=== block 1 ===
Fig. 1: block 1, PDN straps and rails
The bar under the picture is 100 um long. Pins as bars on the die edge.
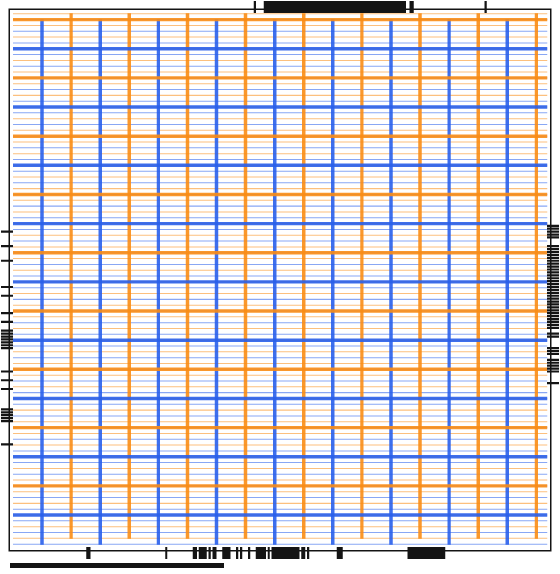

**config.mk**
```make
export PLATFORM = sky130hd
export DESIGN_NAME = register_bank16
export DESIGN_NICKNAME = d
export VERILOG_FILES = /design/src/rtl/register_bank16_pkg.sv /design/src/rtl/onehot_encoder16.sv /design/src/rtl/register_bank16.sv
export SDC_FILE = /design/constraint.sdc
export NUM_CORES = 2
export LEC_CHECK = 0
export CORE_UTILIZATION = 50
export CTS_CLUSTER_DIAMETER = 40
export CTS_CLUSTER_SIZE = 20
export DETAILED_ROUTE_END_ITERATION = 12
export GPL_ROUTABILITY_DRIVEN = 0
export PLACE_DENSITY = 0.76
export SYNTH_ARGS = -nofsm -noshare
export SYNTH_HDL_FRONTEND = slang
export SYNTH_HIERARCHICAL = 1
export SYNTH_SLANG_ARGS = --single-unit
export TNS_END_PERCENT = 20
```
**constraint.sdc**
```tcl
create_clock -name clk -period 32.5 [get_ports clk]
set_input_delay 6.5 -clock clk [delete_from_list [all_inputs] [get_ports clk]]
set_output_delay 6.5 -clock clk [all_outputs]
set_load 0.1 [all_outputs]
```
**src/rtl/register_bank16_pkg.sv**
```systemverilog
// Shared definitions for the 16-entry register bank: widths, register count,
// program-counter alias index and the register-index type.
package register_bank16_pkg;

    localparam int DATA_WIDTH_DEF = 32;
    localparam int NUM_REGS       = 16;
    localparam int PC_INDEX_DEF   = 15;

    typedef logic [3:0] reg_idx_t;

endpackage

```
**src/rtl/onehot_encoder16.sv**
```systemverilog
// Converts a 16-bit write select into {valid, index}; valid only when exactly
// one bit is set, index is then the position of that bit.
module onehot_encoder16
    import register_bank16_pkg::*;
(
    input  logic [NUM_REGS-1:0] onehot,
    output logic                valid,
    output reg_idx_t            index
);

    logic [4:0] ones_count;

    always_comb begin
        ones_count = '0;
        index      = '0;
        for (int i = 0; i < NUM_REGS; i++) begin
            if (onehot[i]) begin
                ones_count = ones_count + 5'd1;
                index      = reg_idx_t'(i);
            end
        end
        valid = (ones_count == 5'd1);
    end

endmodule

```
**src/rtl/register_bank16.sv**
```systemverilog
// 15-entry register bank with a program-counter alias, three combinational
// read ports, select-error flag and write counter. Define REGFILE_BYPASS_EN
// to forward same-cycle write data to the read ports.
module register_bank16
    import register_bank16_pkg::*;
#(
    parameter int DATA_WIDTH = DATA_WIDTH_DEF,
    parameter int PC_INDEX   = PC_INDEX_DEF
)(
    input  logic                  clk,
    input  logic                  reset,
    input  logic                  we,
    input  logic [15:0]           wr_onehot,
    input  logic [DATA_WIDTH-1:0] wd,
    input  logic [3:0]            ra1,
    input  logic [3:0]            ra2,
    input  logic [3:0]            ra3,
    input  logic [DATA_WIDTH-1:0] pc_in,
    output logic [DATA_WIDTH-1:0] rd1,
    output logic [DATA_WIDTH-1:0] rd2,
    output logic [DATA_WIDTH-1:0] rd3,
    output logic                  onehot_err,
    output logic [15:0]           wr_count
);

    localparam reg_idx_t PC_IDX = reg_idx_t'(PC_INDEX);

    logic            sel_valid;
    reg_idx_t        wr_index;
    logic            wr_commit;
    logic            onehot_err_reg;
    logic [15:0]     wr_count_reg;
    logic [DATA_WIDTH-1:0] reg_q [NUM_REGS];
    reg_idx_t              ra_sel [3];
    logic [DATA_WIDTH-1:0] rd_data [3];

    onehot_encoder16 u_encoder (
        .onehot (wr_onehot),
        .valid  (sel_valid),
        .index  (wr_index)
    );

    // Reset wins over a simultaneous write, so a write during reset is never committed.
    assign wr_commit = we && sel_valid && (wr_index != PC_IDX) && !reset;

    genvar gi;
    generate
        for (gi = 0; gi < NUM_REGS; gi++) begin : g_reg
            if (gi != PC_INDEX) begin : g_store
                logic [DATA_WIDTH-1:0] value_reg;
                always_ff @(posedge clk) begin
                    if (reset) begin
                        value_reg <= '0;
                    end else if (wr_commit && (wr_index == reg_idx_t'(gi))) begin
                        value_reg <= wd;
                    end
                end
                assign reg_q[gi] = value_reg;
            end else begin : g_pc
                assign reg_q[gi] = '0;
            end
        end
    endgenerate

    always_ff @(posedge clk) begin
        if (reset) begin
            onehot_err_reg <= 1'b0;
            wr_count_reg   <= '0;
        end else begin
            onehot_err_reg <= we && !sel_valid;
            if (wr_commit) begin
                wr_count_reg <= wr_count_reg + 16'd1;
            end
        end
    end

    assign ra_sel[0] = ra1;
    assign ra_sel[1] = ra2;
    assign ra_sel[2] = ra3;

    generate
        for (gi = 0; gi < 3; gi++) begin : g_read
            logic [DATA_WIDTH-1:0] rd_next;
            always_comb begin
                rd_next = reg_q[ra_sel[gi]];
`ifdef REGFILE_BYPASS_EN
                if (wr_commit && (ra_sel[gi] == wr_index)) begin
                    rd_next = wd;
                end
`else
`endif
                if (ra_sel[gi] == PC_IDX) begin
                    rd_next = pc_in;
                end
            end
            assign rd_data[gi] = rd_next;
        end
    endgenerate

    assign rd1        = rd_data[0];
    assign rd2        = rd_data[1];
    assign rd3        = rd_data[2];
    assign onehot_err = onehot_err_reg;
    assign wr_count   = wr_count_reg;

endmodule

```
=== block 2 ===
==> src/rtl/sensor_tick_scheduler.sv <==
// Periodic service scheduler: 1 us tick prescaler, per-channel period countdowns,
// and a round-robin arbiter that holds a one-hot grant until the channel acks it.
module sensor_tick_scheduler #(
  parameter int CLK_DIV = 50,
  parameter int NCH     = 4,
  parameter int PW      = 16,
  parameter int CHW     = 2
) (
  input  logic           clk_in,
  input  logic           rst,
  input  logic           enable,
  input  logic           cfg_we,
  input  logic [CHW-1:0] cfg_ch,
  input  logic [PW-1:0]  cfg_period,
  input  logic [NCH-1:0] ack,
  output logic           tick_us,
  output logic [NCH-1:0] grant,
  output logic           grant_valid,
  output logic [NCH-1:0] pending,
  output logic [NCH-1:0] overrun,
  output logic           dbg_state
);

  localparam int PSW = (CLK_DIV > 2) ? $clog2(CLK_DIV) : 1;

  // Handshake: grant is the valid and ack the ready of the service path; a grant
  // stays asserted until the matching ack bit is seen, other ack bits are ignored.
  typedef enum logic {S_IDLE, S_GRANT} state_t;

  state_t         r_state;
  logic [PSW-1:0] r_presc;
  logic           r_tick;
  logic [PW-1:0]  r_period [NCH];
  logic [PW-1:0]  r_cnt    [NCH];
  logic [NCH-1:0] r_pend;
  logic [NCH-1:0] r_ovr;
  logic [NCH-1:0] r_grant;
  logic [CHW-1:0] r_gidx;
  logic [CHW-1:0] r_ptr;

  logic           w_tick;
  logic [NCH-1:0] w_wr;
  logic [NCH-1:0] w_due;
  logic [NCH-1:0] w_clr;
  logic [NCH-1:0] w_pend_nxt;
  logic [NCH-1:0] w_ovr_nxt;
  logic           w_sel_found;
  logic [CHW-1:0] w_sel_idx;

  assign w_tick = r_tick & enable;

  always_comb begin
    w_wr       = '0;
    w_due      = '0;
    w_clr      = '0;
    w_pend_nxt = r_pend;
    w_ovr_nxt  = r_ovr;
    for (int i = 0; i < NCH; i++) begin
      w_wr[i]  = cfg_we && (cfg_ch == CHW'(i));
      w_clr[i] = (r_state == S_GRANT) && r_grant[i] && ack[i];
      w_due[i] = w_tick && (r_period[i] != '0) && !w_wr[i] && (r_cnt[i] == PW'(1));
      if (w_wr[i]) begin
        w_pend_nxt[i] = 1'b0;
        w_ovr_nxt[i]  = 1'b0;
      end else begin
        // A due that lands on the clearing ack re-arms pending without an overrun.
        if (w_due[i] && r_pend[i] && !w_clr[i]) w_ovr_nxt[i] = 1'b1;
        if (w_due[i]) w_pend_nxt[i] = 1'b1;
        else if (w_clr[i]) w_pend_nxt[i] = 1'b0;
      end
    end
  end

  // Arbitrate on next-cycle pending so a fresh due is granted the cycle after its tick.
  always_comb begin : p_sel
    int j;
    j           = 0;
    w_sel_found = 1'b0;
    w_sel_idx   = '0;
    for (int k = 0; k < NCH; k++) begin
      j = int'(r_ptr) + k;
      if (j >= NCH) j = j - NCH;
      if (!w_sel_found && w_pend_nxt[CHW'(j)]) begin
        w_sel_found = 1'b1;
        w_sel_idx   = CHW'(j);
      end
    end
  end

  always_ff @(posedge clk_in) begin
    if (rst) begin
      r_presc <= '0;
      r_tick  <= 1'b0;
      r_pend  <= '0;
      r_ovr   <= '0;
      for (int i = 0; i < NCH; i++) begin
        r_period[i] <= '0;
        r_cnt[i]    <= '0;
      end
    end else begin
      if (enable) begin
        if (r_presc == PSW'(CLK_DIV - 1)) begin
          r_presc <= '0;
          r_tick  <= 1'b1;
        end else begin
          r_presc <= r_presc + PSW'(1);
          r_tick  <= 1'b0;
        end
      end else begin
        r_tick <= 1'b0;
      end
      r_pend <= w_pend_nxt;
      r_ovr  <= w_ovr_nxt;
      for (int i = 0; i < NCH; i++) begin
        if (w_wr[i]) begin
          r_period[i] <= cfg_period;
          r_cnt[i]    <= cfg_period;
        end else if (w_tick && (r_period[i] != '0)) begin
          if (r_cnt[i] == PW'(1)) r_cnt[i] <= r_period[i];
          else r_cnt[i] <= r_cnt[i] - PW'(1);
        end
      end
    end
  end

  always_ff @(posedge clk_in) begin
    if (rst) begin
      r_state <= S_IDLE;
      r_grant <= '0;
      r_gidx  <= '0;
      r_ptr   <= '0;
    end else begin
      case (r_state)
        S_IDLE: begin
          if (enable && w_sel_found) begin
            r_grant <= NCH'(1) << w_sel_idx;
            r_gidx  <= w_sel_idx;
            r_state <= S_GRANT;
          end
        end
        S_GRANT: begin
          if (|(r_grant & ack)) begin
            r_grant <= '0;
            r_ptr   <= (r_gidx == CHW'(NCH - 1)) ? '0 : r_gidx + CHW'(1);
            r_state <= S_IDLE;
          end
        end
        default: r_state <= S_IDLE;
      endcase
    end
  end

  assign tick_us     = r_tick;
  assign grant       = r_grant;
  assign grant_valid = |r_grant;
  assign pending     = r_pend;
  assign overrun     = r_ovr;
  assign dbg_state   = (r_state == S_GRANT);

endmodule

==> config.mk <==
export PLATFORM = sky130hd
export DESIGN_NAME = sensor_tick_scheduler
export DESIGN_NICKNAME = d
export VERILOG_FILES = /design/src/rtl/sensor_tick_scheduler.sv
export SDC_FILE = /design/constraint.sdc
export NUM_CORES = 1
export LEC_CHECK = 0
export ABC_AREA = 1
export CORE_ASPECT_RATIO = 0.6
export CORE_MARGIN = 2
export CORE_UTILIZATION = 50
export CTS_CLUSTER_DIAMETER = 120
export DETAILED_ROUTE_END_ITERATION = 16
export PLACE_DENSITY = 0.68
export SLEW_MARGIN = 5
export SYNTH_ARGS = -nofsm -noshare
export SYNTH_HDL_FRONTEND = slang
export SYNTH_SLANG_ARGS = --single-unit
==> constraint.sdc <==
create_clock -name clk_in -period 3.47 [get_ports clk_in]
set_input_delay 0.8675 -clock clk_in [delete_from_list [all_inputs] [get_ports clk_in]]
set_output_delay 0.8675 -clock clk_in [all_outputs]
set_load 0.1 [all_outputs]
=== block 3 ===
File: src/rtl/quad_decoder_array.sv
// Multi-channel quadrature decoder: sync, glitch filter, wrapping position count,
// sticky illegal-transition flag and per-window saturating step velocity.
module quad_decoder_array #(
   parameter int NUM_CH     = 2,
   parameter int COUNTBITS  = 24,
   parameter int FILTER_LEN = 4,
   parameter int VEL_WINDOW = 50000,
   parameter int VELBITS    = 16
) (
   input  logic                           CLOCK_50,
   input  logic                           rst_n,
   input  logic [NUM_CH-1:0]              A,
   input  logic [NUM_CH-1:0]              B,
   input  logic [NUM_CH-1:0]              dir_inv,
   input  logic [NUM_CH-1:0]              clr,
   input  logic [NUM_CH-1:0]              err_clr,
   output logic [NUM_CH*COUNTBITS-1:0]    c_out,
   output logic [NUM_CH*VELBITS-1:0]      vel_out,
   output logic                           vel_valid,
   output logic [NUM_CH-1:0]              err_flag
);

   localparam int CW = $clog2(FILTER_LEN + 1);
   localparam int WW = $clog2(VEL_WINDOW);

   logic [NUM_CH-1:0][1:0]           sync1, cand, cand_d, f, f_prev;
   logic [NUM_CH-1:0][CW-1:0]        stab, stab_inc;
   logic [NUM_CH-1:0][COUNTBITS-1:0] count;
   logic [NUM_CH-1:0][VELBITS-1:0]   acc, acc_next, vel;
   logic [NUM_CH-1:0][VELBITS:0]     vsum;
   logic [NUM_CH-1:0]                fwd, rev, up, dn, illegal;
   logic [WW-1:0]                    win;
   logic                             win_end;

   // Synchroniser keeps sampling through reset so f can load a settled cand.
   always_ff @(posedge CLOCK_50) begin
      for (int i = 0; i < NUM_CH; i++) begin
         sync1[i] <= {A[i], B[i]};
      end
      cand <= sync1;
   end

   assign win_end = (win == WW'(VEL_WINDOW - 1));

   always_comb begin
      fwd      = '0;
      rev      = '0;
      up       = '0;
      dn       = '0;
      illegal  = '0;
      vsum     = '0;
      acc_next = '0;
      stab_inc = '0;
      for (int i = 0; i < NUM_CH; i++) begin
         // stab_inc counts cycles cand has held its current value, this one included
         stab_inc[i] = (cand[i] != cand_d[i]) ? CW'(1) : stab[i] + CW'(1);
         case ({f_prev[i], f[i]})
            4'b0010, 4'b1011, 4'b1101, 4'b0100: fwd[i] = 1'b1;
            4'b1000, 4'b1110, 4'b0111, 4'b0001: rev[i] = 1'b1;
            default: ;
         endcase
         illegal[i] = ((f_prev[i] ^ f[i]) == 2'b11);
         up[i] = dir_inv[i] ? rev[i] : fwd[i];
         dn[i] = dir_inv[i] ? fwd[i] : rev[i];
         vsum[i] = {acc[i][VELBITS-1], acc[i]} + {{VELBITS{dn[i]}}, up[i] | dn[i]};
         if (vsum[i][VELBITS] != vsum[i][VELBITS-1]) begin
            acc_next[i] = vsum[i][VELBITS] ? {1'b1, {(VELBITS-1){1'b0}}}
                                           : {1'b0, {(VELBITS-1){1'b1}}};
         end else begin
            acc_next[i] = vsum[i][VELBITS-1:0];
         end
      end
   end

   always_ff @(posedge CLOCK_50) begin
      if (!rst_n) begin
         f         <= cand;
         f_prev    <= cand;
         cand_d    <= cand;
         stab      <= '0;
         count     <= '0;
         acc       <= '0;
         vel       <= '0;
         win       <= '0;
         vel_valid <= 1'b0;
         err_flag  <= '0;
      end else begin
         cand_d    <= cand;
         f_prev    <= f;
         vel_valid <= win_end;
         win       <= win_end ? '0 : win + 1'b1;
         for (int i = 0; i < NUM_CH; i++) begin
            if (cand[i] == f[i]) begin
               stab[i] <= '0;
            end else if (stab_inc[i] >= CW'(FILTER_LEN)) begin
               f[i]    <= cand[i];
               stab[i] <= '0;
            end else begin
               stab[i] <= stab_inc[i];
            end

            if (clr[i]) begin
               count[i] <= '0;
            end else begin
               count[i] <= count[i] + {{(COUNTBITS-1){dn[i]}}, up[i] | dn[i]};
            end

            if (illegal[i]) begin
               err_flag[i] <= 1'b1;
            end else if (err_clr[i]) begin
               err_flag[i] <= 1'b0;
            end

            if (win_end) begin
               vel[i] <= acc_next[i];
               acc[i] <= '0;
            end else begin
               acc[i] <= acc_next[i];
            end
         end
      end
   end

   assign c_out   = count;
   assign vel_out = vel;

endmodule
File: config.mk
export PLATFORM = sky130hd
export DESIGN_NAME = quad_decoder_array
export DESIGN_NICKNAME = d
export VERILOG_FILES = /design/src/rtl/quad_decoder_array.sv
export SDC_FILE = /design/constraint.sdc
export NUM_CORES = 1
export LEC_CHECK = 0
export CORE_AREA = 2 2 178 145
export CTS_CLUSTER_SIZE = 30
export DETAILED_ROUTE_END_ITERATION = 8
export DIE_AREA = 0 0 180 147
export HOLD_SLACK_MARGIN = 0.1
export PLACE_DENSITY = 0.62
export SLEW_MARGIN = 20
export SYNTH_ARGS = -nofsm -noshare
export SYNTH_HDL_FRONTEND = slang
export SYNTH_SLANG_ARGS = --single-unit
File: constraint.sdc
create_clock -name CLOCK_50 -period 6.1 [get_ports CLOCK_50]
set_input_delay 1.525 -clock CLOCK_50 [delete_from_list [all_inputs] [get_ports CLOCK_50]]
set_output_delay 1.525 -clock CLOCK_50 [all_outputs]
set_load 0.005 [all_outputs]
=== block 4 ===
==> config.mk <==
export PLATFORM = sky130hd
export DESIGN_NAME = maxpool_2x2_stream
export DESIGN_NICKNAME = d
export VERILOG_FILES = /design/src/rtl/maxpool_pkg.sv /design/src/rtl/maxpool_line_buffer.sv /design/src/rtl/maxpool_2x2_stream.sv
export SDC_FILE = /design/constraint.sdc
export NUM_CORES = 2
export LEC_CHECK = 0
export CELL_PAD_IN_SITES_DETAIL_PLACEMENT = 1
export CELL_PAD_IN_SITES_GLOBAL_PLACEMENT = 1
export CORE_ASPECT_RATIO = 1.5
export CORE_MARGIN = 2
export CORE_UTILIZATION = 35
export CTS_CLUSTER_DIAMETER = 80
export DETAILED_ROUTE_END_ITERATION = 16
export GPL_TIMING_DRIVEN = 0
export PLACE_DENSITY_LB_ADDON = 0.1
export SYNTH_ARGS = -nofsm -noshare
export SYNTH_HDL_FRONTEND = slang
export SYNTH_SLANG_ARGS = --single-unit
==> constraint.sdc <==
create_clock -name clk -period 14.2 [get_ports clk]
set_input_delay 2.84 -clock clk [delete_from_list [all_inputs] [get_ports clk]]
set_output_delay 2.84 -clock clk [all_outputs]
set_load 0.005 [all_outputs]
==> src/rtl/maxpool_pkg.sv <==
// Shared definitions for the 2x2 stride-2 streaming max-pool stage.
// Holds the FSM state codes, the default lane geometry and the signed lane-pair max helper.
package maxpool_pkg;

  localparam int DEF_SYSTOLIC_SIZE = 16;
  localparam int DEF_DATA_WIDTH    = 16;
  localparam int OUT_LANES         = DEF_SYSTOLIC_SIZE / 2;

  // Wide enough for any practical DATA_WIDTH once callers sign-extend their operands.
  localparam int MAX_W = 64;

  localparam logic [1:0] S_IDLE  = 2'd0;
  localparam logic [1:0] S_EVEN  = 2'd1;
  localparam logic [1:0] S_ODD   = 2'd2;
  localparam logic [1:0] S_FLUSH = 2'd3;

  function automatic logic signed [MAX_W-1:0] lane_max(input logic signed [MAX_W-1:0] a,
                                                       input logic signed [MAX_W-1:0] b);
    return (a >= b) ? a : b;
  endfunction

endpackage

==> src/rtl/maxpool_line_buffer.sv <==
// Line buffer holding the horizontal maxima of the most recent even conv row, one entry per tile.
// Contents are intentionally not reset; every entry is rewritten before it is read.
module maxpool_line_buffer
  import maxpool_pkg::*;
#(
  parameter int DEPTH      = 26,
  parameter int LANES      = OUT_LANES,
  parameter int DATA_WIDTH = DEF_DATA_WIDTH,
  parameter int AW         = 5
) (
  input  logic                        clk,
  input  logic                        we,
  input  logic [AW-1:0]               waddr,
  input  logic [LANES*DATA_WIDTH-1:0] wdata,
  input  logic [AW-1:0]               raddr,
  output logic [LANES*DATA_WIDTH-1:0] rdata
);

  logic [LANES*DATA_WIDTH-1:0] mem_q [DEPTH];
  logic [LANES*DATA_WIDTH-1:0] mem_d [DEPTH];

  always_comb begin
    mem_d = mem_q;
    if (we) mem_d[waddr] = wdata;
  end

  always_ff @(posedge clk) begin
    mem_q <= mem_d;
  end

  assign rdata = mem_q[raddr];

endmodule

==> src/rtl/maxpool_2x2_stream.sv <==
// Streaming 2x2 stride-2 max-pool between the systolic array output and the OFM RAM write port.
// Define MAXPOOL_RELU_EN to clamp negative input lanes to zero ahead of pooling.
module maxpool_2x2_stream
  import maxpool_pkg::*;
#(
  parameter int SYSTOLIC_SIZE = DEF_SYSTOLIC_SIZE,
  parameter int DATA_WIDTH    = DEF_DATA_WIDTH,
  parameter int LINE_TILES    = 26,
  parameter int CONV_ROWS     = 416
) (
  input  logic                                    clk,
  input  logic                                    rst,
  input  logic                                    start,
  input  logic                                    in_valid,
  output logic                                    in_ready,
  input  logic [SYSTOLIC_SIZE*DATA_WIDTH-1:0]     in_data,
  output logic                                    out_valid,
  input  logic                                    out_ready,
  output logic [(SYSTOLIC_SIZE/2)*DATA_WIDTH-1:0] out_data,
  output logic                                    out_row_last,
  output logic                                    done
);

  localparam int LANES = SYSTOLIC_SIZE / 2;
  localparam int OW    = LANES * DATA_WIDTH;
  localparam int TW    = (LINE_TILES > 1) ? $clog2(LINE_TILES) : 1;
  localparam int RW    = $clog2(CONV_ROWS + 1);

  logic [1:0]    state_q, state_d;
  logic [TW-1:0] tile_cnt_q, tile_cnt_d;
  logic [RW-1:0] row_cnt_q, row_cnt_d;
  logic          out_valid_q, out_valid_d;
  logic [OW-1:0] out_data_q, out_data_d;
  logic          out_row_last_q, out_row_last_d;
  logic          done_q, done_d;

  logic [OW-1:0] hmax, pooled, lb_rdata;
  logic          in_accept, out_drain, tile_last;
  logic [RW-1:0] row_next;

  function automatic logic signed [DATA_WIDTH-1:0] prep(input logic signed [DATA_WIDTH-1:0] v);
`ifdef MAXPOOL_RELU_EN
    return v[DATA_WIDTH-1] ? '0 : v;
`else
    return v;
`endif
  endfunction

  function automatic logic signed [DATA_WIDTH-1:0] max2(input logic signed [DATA_WIDTH-1:0] a,
                                                        input logic signed [DATA_WIDTH-1:0] b);
    return DATA_WIDTH'(lane_max(MAX_W'(a), MAX_W'(b)));
  endfunction

  always_comb begin
    hmax   = '0;
    pooled = '0;
    for (int j = 0; j < LANES; j++) begin
      hmax[j*DATA_WIDTH +: DATA_WIDTH]   = max2(prep(in_data[(2*j)*DATA_WIDTH +: DATA_WIDTH]),
                                                prep(in_data[(2*j+1)*DATA_WIDTH +: DATA_WIDTH]));
      pooled[j*DATA_WIDTH +: DATA_WIDTH] = max2(hmax[j*DATA_WIDTH +: DATA_WIDTH],
                                                lb_rdata[j*DATA_WIDTH +: DATA_WIDTH]);
    end
  end

  maxpool_line_buffer #(
    .DEPTH     (LINE_TILES),
    .LANES     (LANES),
    .DATA_WIDTH(DATA_WIDTH),
    .AW        (TW)
  ) u_line_buffer (
    .clk  (clk),
    .we   (in_accept && (state_q == S_EVEN)),
    .waddr(tile_cnt_q),
    .wdata(hmax),
    .raddr(tile_cnt_q),
    .rdata(lb_rdata)
  );

  always_comb begin
    case (state_q)
      S_EVEN:  in_ready = 1'b1;
      S_ODD:   in_ready = !out_valid_q || out_ready;
      default: in_ready = 1'b0;
    endcase
  end

  assign in_accept = in_valid && in_ready;
  assign out_drain = out_valid_q && out_ready;
  assign tile_last = (tile_cnt_q == TW'(LINE_TILES - 1));
  assign row_next  = row_cnt_q + RW'(1);

  // The final row of an odd-height plane leaves EVEN straight to FLUSH, giving floor pooling.
  always_comb begin
    state_d        = state_q;
    tile_cnt_d     = tile_cnt_q;
    row_cnt_d      = row_cnt_q;
    out_valid_d    = out_drain ? 1'b0 : out_valid_q;
    out_data_d     = out_data_q;
    out_row_last_d = out_row_last_q;
    done_d         = 1'b0;
    case (state_q)
      S_IDLE: begin
        if (start) begin
          state_d    = S_EVEN;
          tile_cnt_d = '0;
          row_cnt_d  = '0;
        end
      end
      S_EVEN: begin
        if (in_accept) begin
          if (tile_last) begin
            tile_cnt_d = '0;
            row_cnt_d  = row_next;
            state_d    = (row_next == RW'(CONV_ROWS)) ? S_FLUSH : S_ODD;
          end else begin
            tile_cnt_d = tile_cnt_q + TW'(1);
          end
        end
      end
      S_ODD: begin
        if (in_accept) begin
          out_valid_d    = 1'b1;
          out_data_d     = pooled;
          out_row_last_d = tile_last;
          if (tile_last) begin
            tile_cnt_d = '0;
            row_cnt_d  = row_next;
            state_d    = (row_next == RW'(CONV_ROWS)) ? S_FLUSH : S_EVEN;
          end else begin
            tile_cnt_d = tile_cnt_q + TW'(1);
          end
        end
      end
      S_FLUSH: begin
        if (!out_valid_q || out_ready) begin
          done_d  = 1'b1;
          state_d = S_IDLE;
        end
      end
      default: state_d = S_IDLE;
    endcase
  end

  always_ff @(posedge clk) begin
    if (rst) begin
      state_q        <= S_IDLE;
      tile_cnt_q     <= '0;
      row_cnt_q      <= '0;
      out_valid_q    <= 1'b0;
      out_data_q     <= '0;
      out_row_last_q <= 1'b0;
      done_q         <= 1'b0;
    end else begin
      state_q        <= state_d;
      tile_cnt_q     <= tile_cnt_d;
      row_cnt_q      <= row_cnt_d;
      out_valid_q    <= out_valid_d;
      out_data_q     <= out_data_d;
      out_row_last_q <= out_row_last_d;
      done_q         <= done_d;
    end
  end

  assign out_valid    = out_valid_q;
  assign out_data     = out_data_q;
  assign out_row_last = out_row_last_q;
  assign done         = done_q;

endmodule

Fig. 2: block 4, placement by cell class
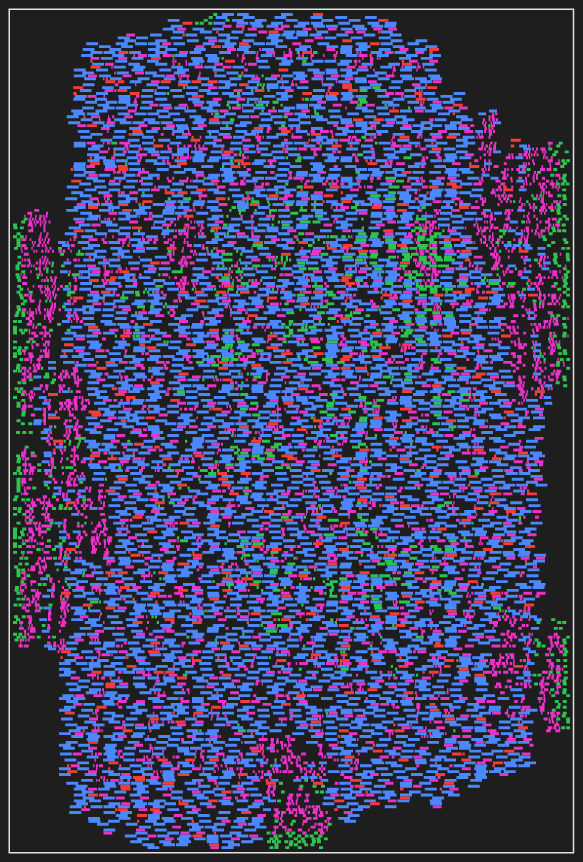
legend:
  magenta:
    class: remaining logic cells
    cells: 3,550
    share_of_their_area: 23%
  red:
    class: clock drivers and dummy loads
    cells: 614
    share_of_their_area: 6.6%
  green:
    class: remaining buffers and delay cells
    cells: 1,067
    share_of_their_area: 7.3%
  blue:
    class: sequential cells
    cells: 3,475
    share_of_their_area: 63%

==> job_summary.md, block 4 <==
## Implementation flow summary

| Metric | Value |
|---|---|
| Cell depth of the worst hold path | `2` |
| Vias in the first global route | `86,160` |
| EDFF count, synth | `3,328` |
| Reg2Reg Setup Slack | `6120 ps` |
| Pre-CTS setup slack | `4132 ps` |
| Total power | `about 26,000 uW` |
| GRT Util Overall | `29.66%` |
| Yosys warnings | `0` |
| ANT nets after route | `0` |
| Hold path startpoint | `out_data[23]` |
| Critical-path top delay cell | `a21o_1` |
| First-pass GRT wire length | `807,200 um` |
| Post-layout util | `41.91%` |
| Seq. pwr | `11,600 uW` |
| Root Buffer | `clkbuf_16` |
| CP top delay family | `AND-OR/OR-AND gates` |
| Post-Layout Cell Count | `14,050` |
| R2R depth | `16` |
| Number of max-cap violations | `8` |
| Comb pwr | `5310 uW` |
| Largest net degree at the start of global routing | `29` |
| Critical path class | `input pin to register` |
| Failing checks | `capacitance limit, slew limit` |
| CP Cell Sequence | `clkdlybuf4s50_1, ha_1, a211oi_1, o21bai_1, a21oi_1, a21o_1, clkbuf_1, and2_1, clkbuf_1, buf_1, a21o_1, ha_1, a21o_1, a21o_1, a21o_1, a2111oi_2, mux2i_1, clkbuf_1, a211oi_1, o31ai_1` |
| Reg clk slew, reported paths | `60 ps` |
| Status | `finished with violations` |
| Slew Limit Fails | `98` |
| Worst hold path type | `register to register` |
| Crit path to | `out_data[19]` |
| Post-layout period usage | `64.02%` |
-- block 4: state kept, by name (all words and copies together), names as in the netlist --
signal	cells
done	1
out_data	128
out_row_last	1
out_valid	1
row_cnt_q	9
state_q	2
tile_cnt_q	5
u_line_buffer.mem_q	3328
-- block 4: Yosys cell counts, types with 81 or more instances --
master       n  area share, %
ha_1       267            2.4
nand3_1     99           0.35
edfxtp_1  3328             70
mux2_2      81           0.64
buf_2       82           0.29
inv_1      167           0.44
o21ai_0     81           0.29
nor2_1     130           0.34
mux2i_1    283            2.0
clkbuf_1   187           0.50
o22ai_1     93           0.41
mux4_2     741             12
nand2_1    375           0.99
a21oi_1    266           0.94
dfxtp_1    147            2.1
-- block 4: cell type report --
cell class,count,area (um2)
well taps,5328,6666
multi-input cells,3380,36370
fillers,38320,234700
inverters,170,639.4
clock inverters,162,1399
flip-flops and latches,3475,102900
clock buffers,452,9370
diodes,17,42.54
plain buffers,401,2322
repair buffers,666,9620
-- block 4: metal layers --
metal	wire length (um)	up-vias	GRT usage, %	part of all wire (%)
met5	70	-	0	0.011
met4	35260	10	14.48	5.7
met3	43020	885	5.165	7.0
met2	308800	3843	51.14	50
met1	228300	46370	35.72	37
li1	-	32650	-	-
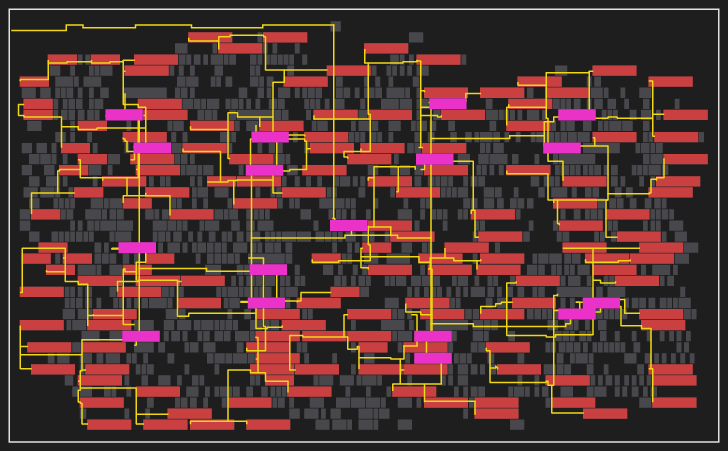
Fig. 3. Clock wires, drivers and flops (block 2).
legend:
  yellow:
    item: clock wires
    length: 2,130 um
  magenta:
    item: clock-net drivers
    count: 17
  red:
    item: flip-flops
    count: 152
flops lie: all over the die
routed clock nets: 18

==> job_summary.md, block 2 <==
## Implementation flow summary

| Metric | Value |
|---|---|
| Io pins | `41` |
| Most common logic cells in the final layout | `nor2_1, nand2_1, edfxtp_1` |
| FP Util | `50.91%` |
| Final Skew | `between 7 and 8 ps` |
| Critical path class | `input pin to register` |
| Clk ins delay skew pair | `between 400 and 500 ps` |
| Met2 Usage GRT | `36.54%` |
| Total tool warning count | `31` |
| Status | `complete, no violations` |
| Initial antenna violation count | `0` |
| Final setup violation count | `0` |
| Slew Limit Fails | `0` |
| Mapped Cells | `1,042` |
| Worst hold path type | `register to register` |
| First-pass GRT wire length | `around 37,000 um` |
| Dpl cells | `around 1,300` |
| Vias | `7,405` |
| Grt peak-use layer | `met1` |
| Number of max-cap violations | `0` |
| Area post-placement | `roughly 9400 um2` |
-- block 2: report_power, final --
part / internal [uW] / switching, uW
clock network: 1290 / 787
registers: 2080 / 61.4
logic: 119 / 244
total: 3490 / 1090
-- block 2: worst paths after layout --
kind	end	slack [ps]	depth (start not counted)
setup / recovery	r_cnt[3][1]	520	8
hold / removal	overrun[3]	460	2
setup reg to reg	r_cnt[0][4]	690	12
hold reg to reg	overrun[3]	460	2
-- block 2: sequential cells by signal, summed over array words and instances, names as in the netlist --
signal     cells
dbg_state      1
grant          4
overrun        4
pending        4
r_cnt         64
r_gidx         2
r_period      64
r_presc        6
r_ptr          2
tick_us        1
-- block 2: worst register-to-register path, cell delays in order (launching register included) --
cell and delay, ps:
edfxtp_1 430, inv_1 80, nand2_1 70, nor2_1 190, inv_1 100, nor3_1 300
nand3_1 240, nor2_1 220, nand2_1 280, buf_4 260, a21oi_1 110, o21ai_0 180
a21oi_1 170
-- block 2: final cells by class --
cell class                 instances  area (um2)
sequential                       152        4324
timing repair buffer              66       558.0
fill                            1523        6954
clock inverter                     6       63.81
multi-input combinational        726        3719
clock buffer                      26       606.8
inverter                         138       518.0
tap                              234       292.8
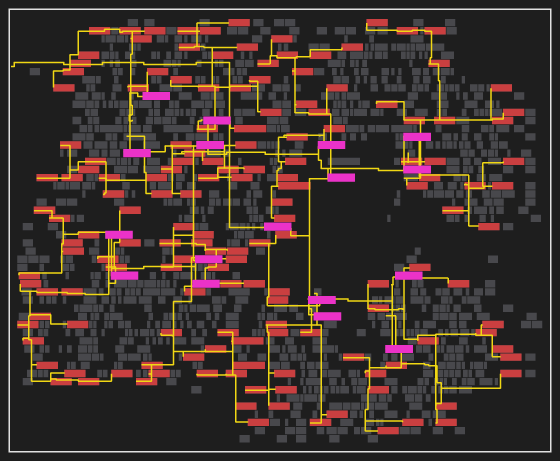
Fig. 4. Clock wires, drivers and flops (block 3).
legend:
  yellow:
    item: clock wires
    length: 2,310 um
  magenta:
    item: clock-net drivers
    count: 17
  red:
    item: flip-flops
    count: 157
routed clock nets: 18
flops lie: all over the die

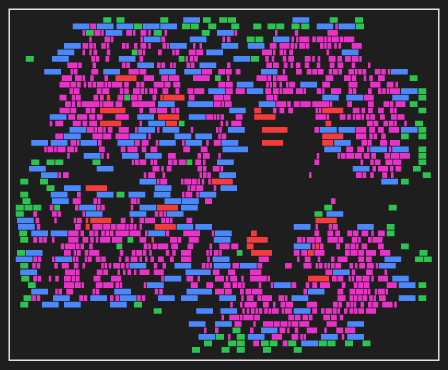
Fig. 5. Placement by cell class (block 3).
legend:
  blue:
    class: sequential cells
    cells: 157
    share_of_their_area: 31%
  red:
    class: clock drivers and dummy loads
    cells: 32
    share_of_their_area: 5.6%
  green:
    class: remaining buffers and delay cells
    cells: 104
    share_of_their_area: 9.9%
  magenta:
    class: remaining logic cells
    cells: 830
    share_of_their_area: 53%

==> job_summary.md, block 3 <==
## Implementation flow summary

| Metric | Value |
|---|---|
| Number of max-cap violations | `0` |
| GRT Util Overall | `15.65%` |
| Dominant logic cell type in the layout | `dfxtp_1` |
| Reg2reg start | `f[0]` |
| Status | `complete, no violations` |
| Chip area | `roughly 26,000 um2` |
| Clock Path Buffers | `2` |
| Adder share | `12.92%` |
| Logic area | `5364 um2` |
| RSZ-0062 raised after global routing | `false` |
| Simple-Gate Fraction of Synth Area | `16.77%` |
| Cell depth of the worst hold path | `0` |
| XOR Share, Synth | `8.356%` |
| Top cells by area | `dfxtp_1, ha_1, a21oi_1` |
| PnR worst setup slack | `1047 ps` |
| Nets@finish | `1,207` |
| Comb power frac | `38.4%` |
| Dpl cells | `1,415` |
| Num Clock Sinks | `157` |
| CP Cell Sequence | `clkdlybuf4s50_1, nor3_1, a21o_1, ha_1, a2111oi_4, o21ai_2, nand2_1, o21ai_1, o41a_4, xor2_2, buf_4, nand3_1, o211ai_1` |
| # fillers | `around 2,500` |
==> block 3: flip-flops by register name, indices dropped and copies added (netlist names), 6 cells and up <==
name,flops
c_out,48
acc,32
vel_out,32
win,16
stab,6
==> block 3: metal layers <==
layer | up-vias | share of wire, % | track usage, %
li1 | 3845 | - | -
met1 | 3400 | 53 | 22.14
met2 | 138 | 42 | 24.21
met3 | 12 | 3.6 | 3.247
met4 | 0 | 0.84 | 4.187
met5 | - | 0 | 0
==> block 3: how the worst max path moves through the flow <==
stage / end / slack, ps / from
5_1_grt: c_out[10] / 650 / dir_inv[0]
2_1_floorplan: vel_out[11] / 1340 / dir_inv[0]
3_5_place_dp: c_out[44] / 630 / dir_inv[1]
3_3_place_gp: c_out[44] / 670 / dir_inv[1]
6_report: vel_out[10] / 1050 / dir_inv[0]
4_1_cts: c_out[44] / 1080 / dir_inv[1]
==> block 3: cell type report <==
class	instances	share of cell area, %
Clock buffer	22	4.347
Clock inverter	10	1.078
Inverter	35	1.230
Multi-Input combinational cell	795	50.23
Sequential cell	157	29.81
Tap cell	324	3.796
Timing Repair Buffer	104	9.514
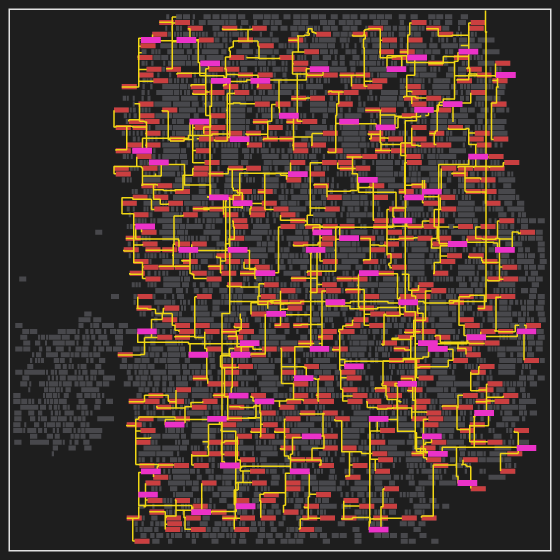
Fig. 6. Clock wires, drivers and flops (block 1).
legend:
  red:
    item: flip-flops
    count: 497
  yellow:
    item: clock wires
    length: 6,770 um
  magenta:
    item: clock-net drivers
    count: 70
routed clock nets: 71

## Picture notes: Fig. 1
legend:
  blue:
    net: VSS
  orange:
    net: VDD
signal pins: 208
met5 straps: 18
rows: 91

==> job_summary.md, block 1 <==
## Implementation flow summary

| Metric | Value |
|---|---|
| # DRC | `0` |
| Reg2reg start | `wr_count[4]` |
| FP Util | `roughly half` |
| Worst path max stage delay | `1070 ps` |
| Worst hold path type | `register to register` |
| Worst EP required | `33,020 ps` |
| Crit path to | `g_reg[3].g_store.value_reg[15]` |
| Largest area contributor in the netlist | `dfxtp_1` |
| First-pass detailed-route iteration total | `6` |
| Met3 routed WL | `between 15,000 and 20,000 um` |
| Io pins | `208` |
| Number of max-cap violations | `0` |
| Dpl hpwl | `67,280 um` |
| Met3 Use GR | `between 10% and 20%` |
| Fmax | `0.05525 GHz` |
| CP top delay family | `adder cells` |
| Die H | `around 250 um` |
| Simple-Gate Fraction of Synth Area | `16.44%` |
| Synth logic family | `multiplexers` |
| Pwr/cell area | `49.93 nW/um2` |
| Sequential share of the synthesized area | `31.84%` |
| Status | `complete, no violations` |
| Top cell area share | `about a third` |
| Critical path depth in cells | `47` |
| Setup TNS | `0 ps` |
block 1: worst reg2reg max path, stage by stage, from the launching register on:
cell     delay [ps]
dfxtp_1         420
and4_1          250
nand3_1         340
or4_1           620
a21oi_1         150
block 1: through the flow:
step / util (%) / total power (uW) / worst slack, ps
global placement: 54.04 / 986.8 / 14210
floorplan: - / 902.2 / 16180
global route: 57.98 / 1834 / 13690
CTS: 57.97 / 1779 / 14560
detailed placement: 54.04 / 992.1 / 13940
finish: 57.99 / 1787 / 14400
block 1: cell type report:
cell class / count / area, um2
Fill cell: 5251 / 25920
Multi-Input combinational cell: 2636 / 19730
Clock buffer: 85 / 1901
Clock inverter: 43 / 523.0
Antenna cell: 5 / 12.51
Sequential cell: 497 / 9950
Inverter: 38 / 142.6
Tap cell: 837 / 1047
Timing Repair Buffer: 263 / 2485
block 1: kinds of logic after synthesis:
logic type | count (synthesis)
AND-OR/OR-AND | 849
buffers and inverters | 397
multiplexers | 489
flip-flops | 497
adder cells (fa/ha/maj) | 16
XOR/XNOR | 45
AND/OR/NAND/NOR | 1237
block 1: report_power, final:
group	switching (uW)	internal, uW
clock	323	477
combinational	242	126
sequential	4.44	614
total	569	1220

## Gallery

Track usage over the die.
image #1
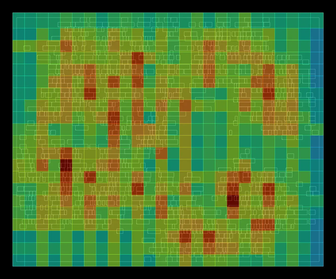
image #2
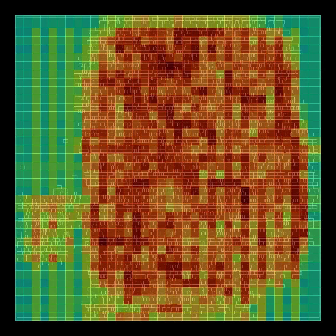
image #3
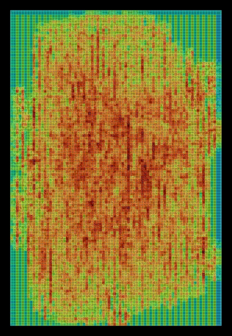
image #4
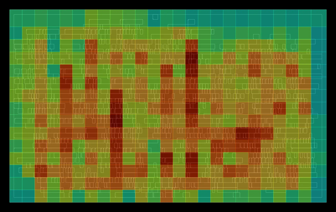
| picture | from |
|---|---|
| image #4 | block 2 |
| image #1 | block 3 |
| image #2 | block 1 |
| image #3 | block 4 |
- highest track usage: image #2



## Gallery

PDN straps and rails.
Plate I
The bar under the picture is 50 um long. Pins as bars on the die edge.
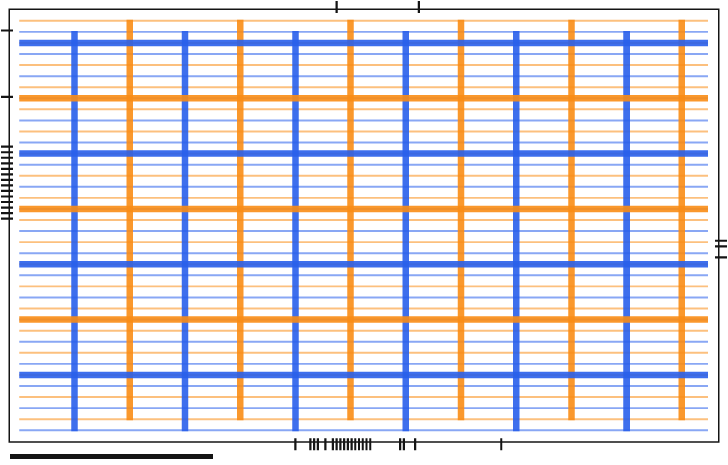
Plate II
The bar under the picture is 200 um long. Pins as bars on the die edge.
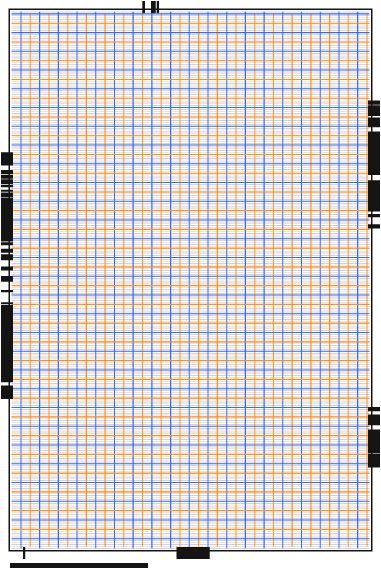
Plate III
The bar under the picture is 50 um long. Pins as bars on the die edge.
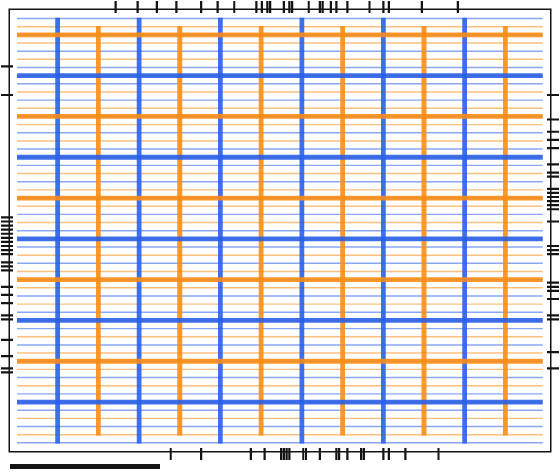
- block 2 = Plate I
- block 4 = Plate II
- block 3 = Plate III
The one with the most pins is Plate II.
The one with the largest die is Plate II.

Key to Plate II:
legend:
  orange:
    net: VDD
  blue:
    net: VSS
met4 straps: 38
signal pins: 393
met5 straps: 57
rows: 286


==> gallery <==
Routed metal, one colour a layer.
(a)
The bar under the picture is 50 um long.
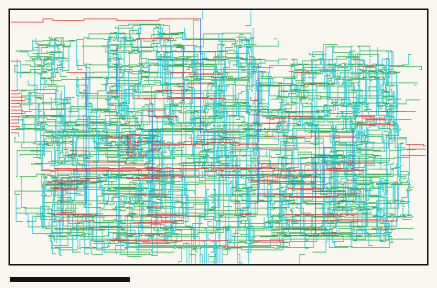
(b)
The bar under the picture is 100 um long.
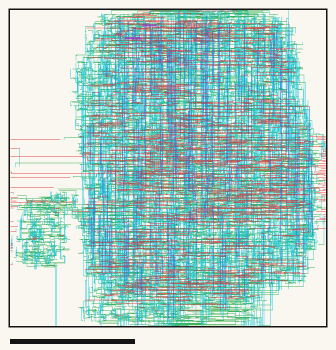
(c)
The bar under the picture is 200 um long.
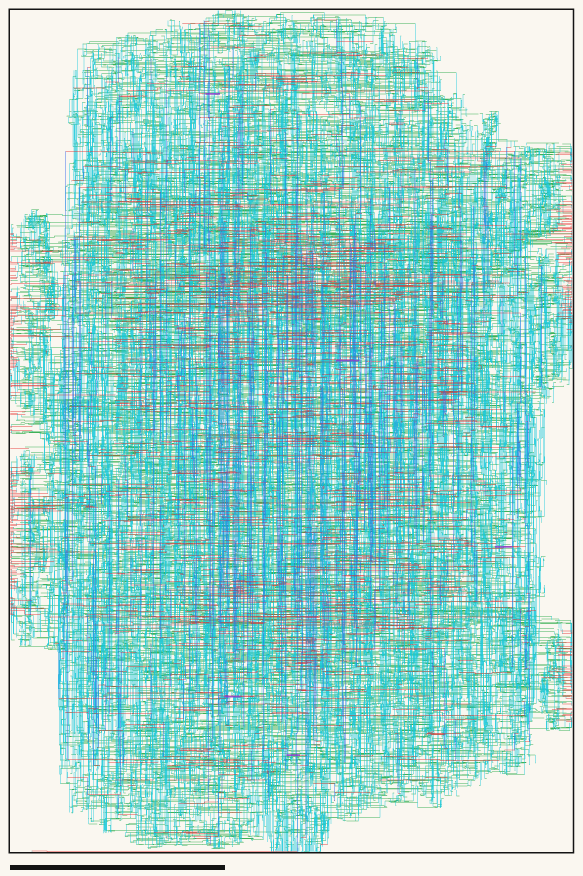
(d)
The bar under the picture is 50 um long.
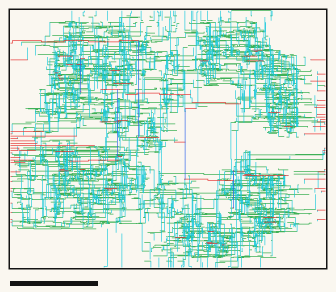
For block 1, see (b).
For block 2, see (a).
For block 3, see (d).
For block 4, see (c).
The one with the smallest die is (a).
The one with the most wire is (c).

Power and IR drop assume default switching activity.
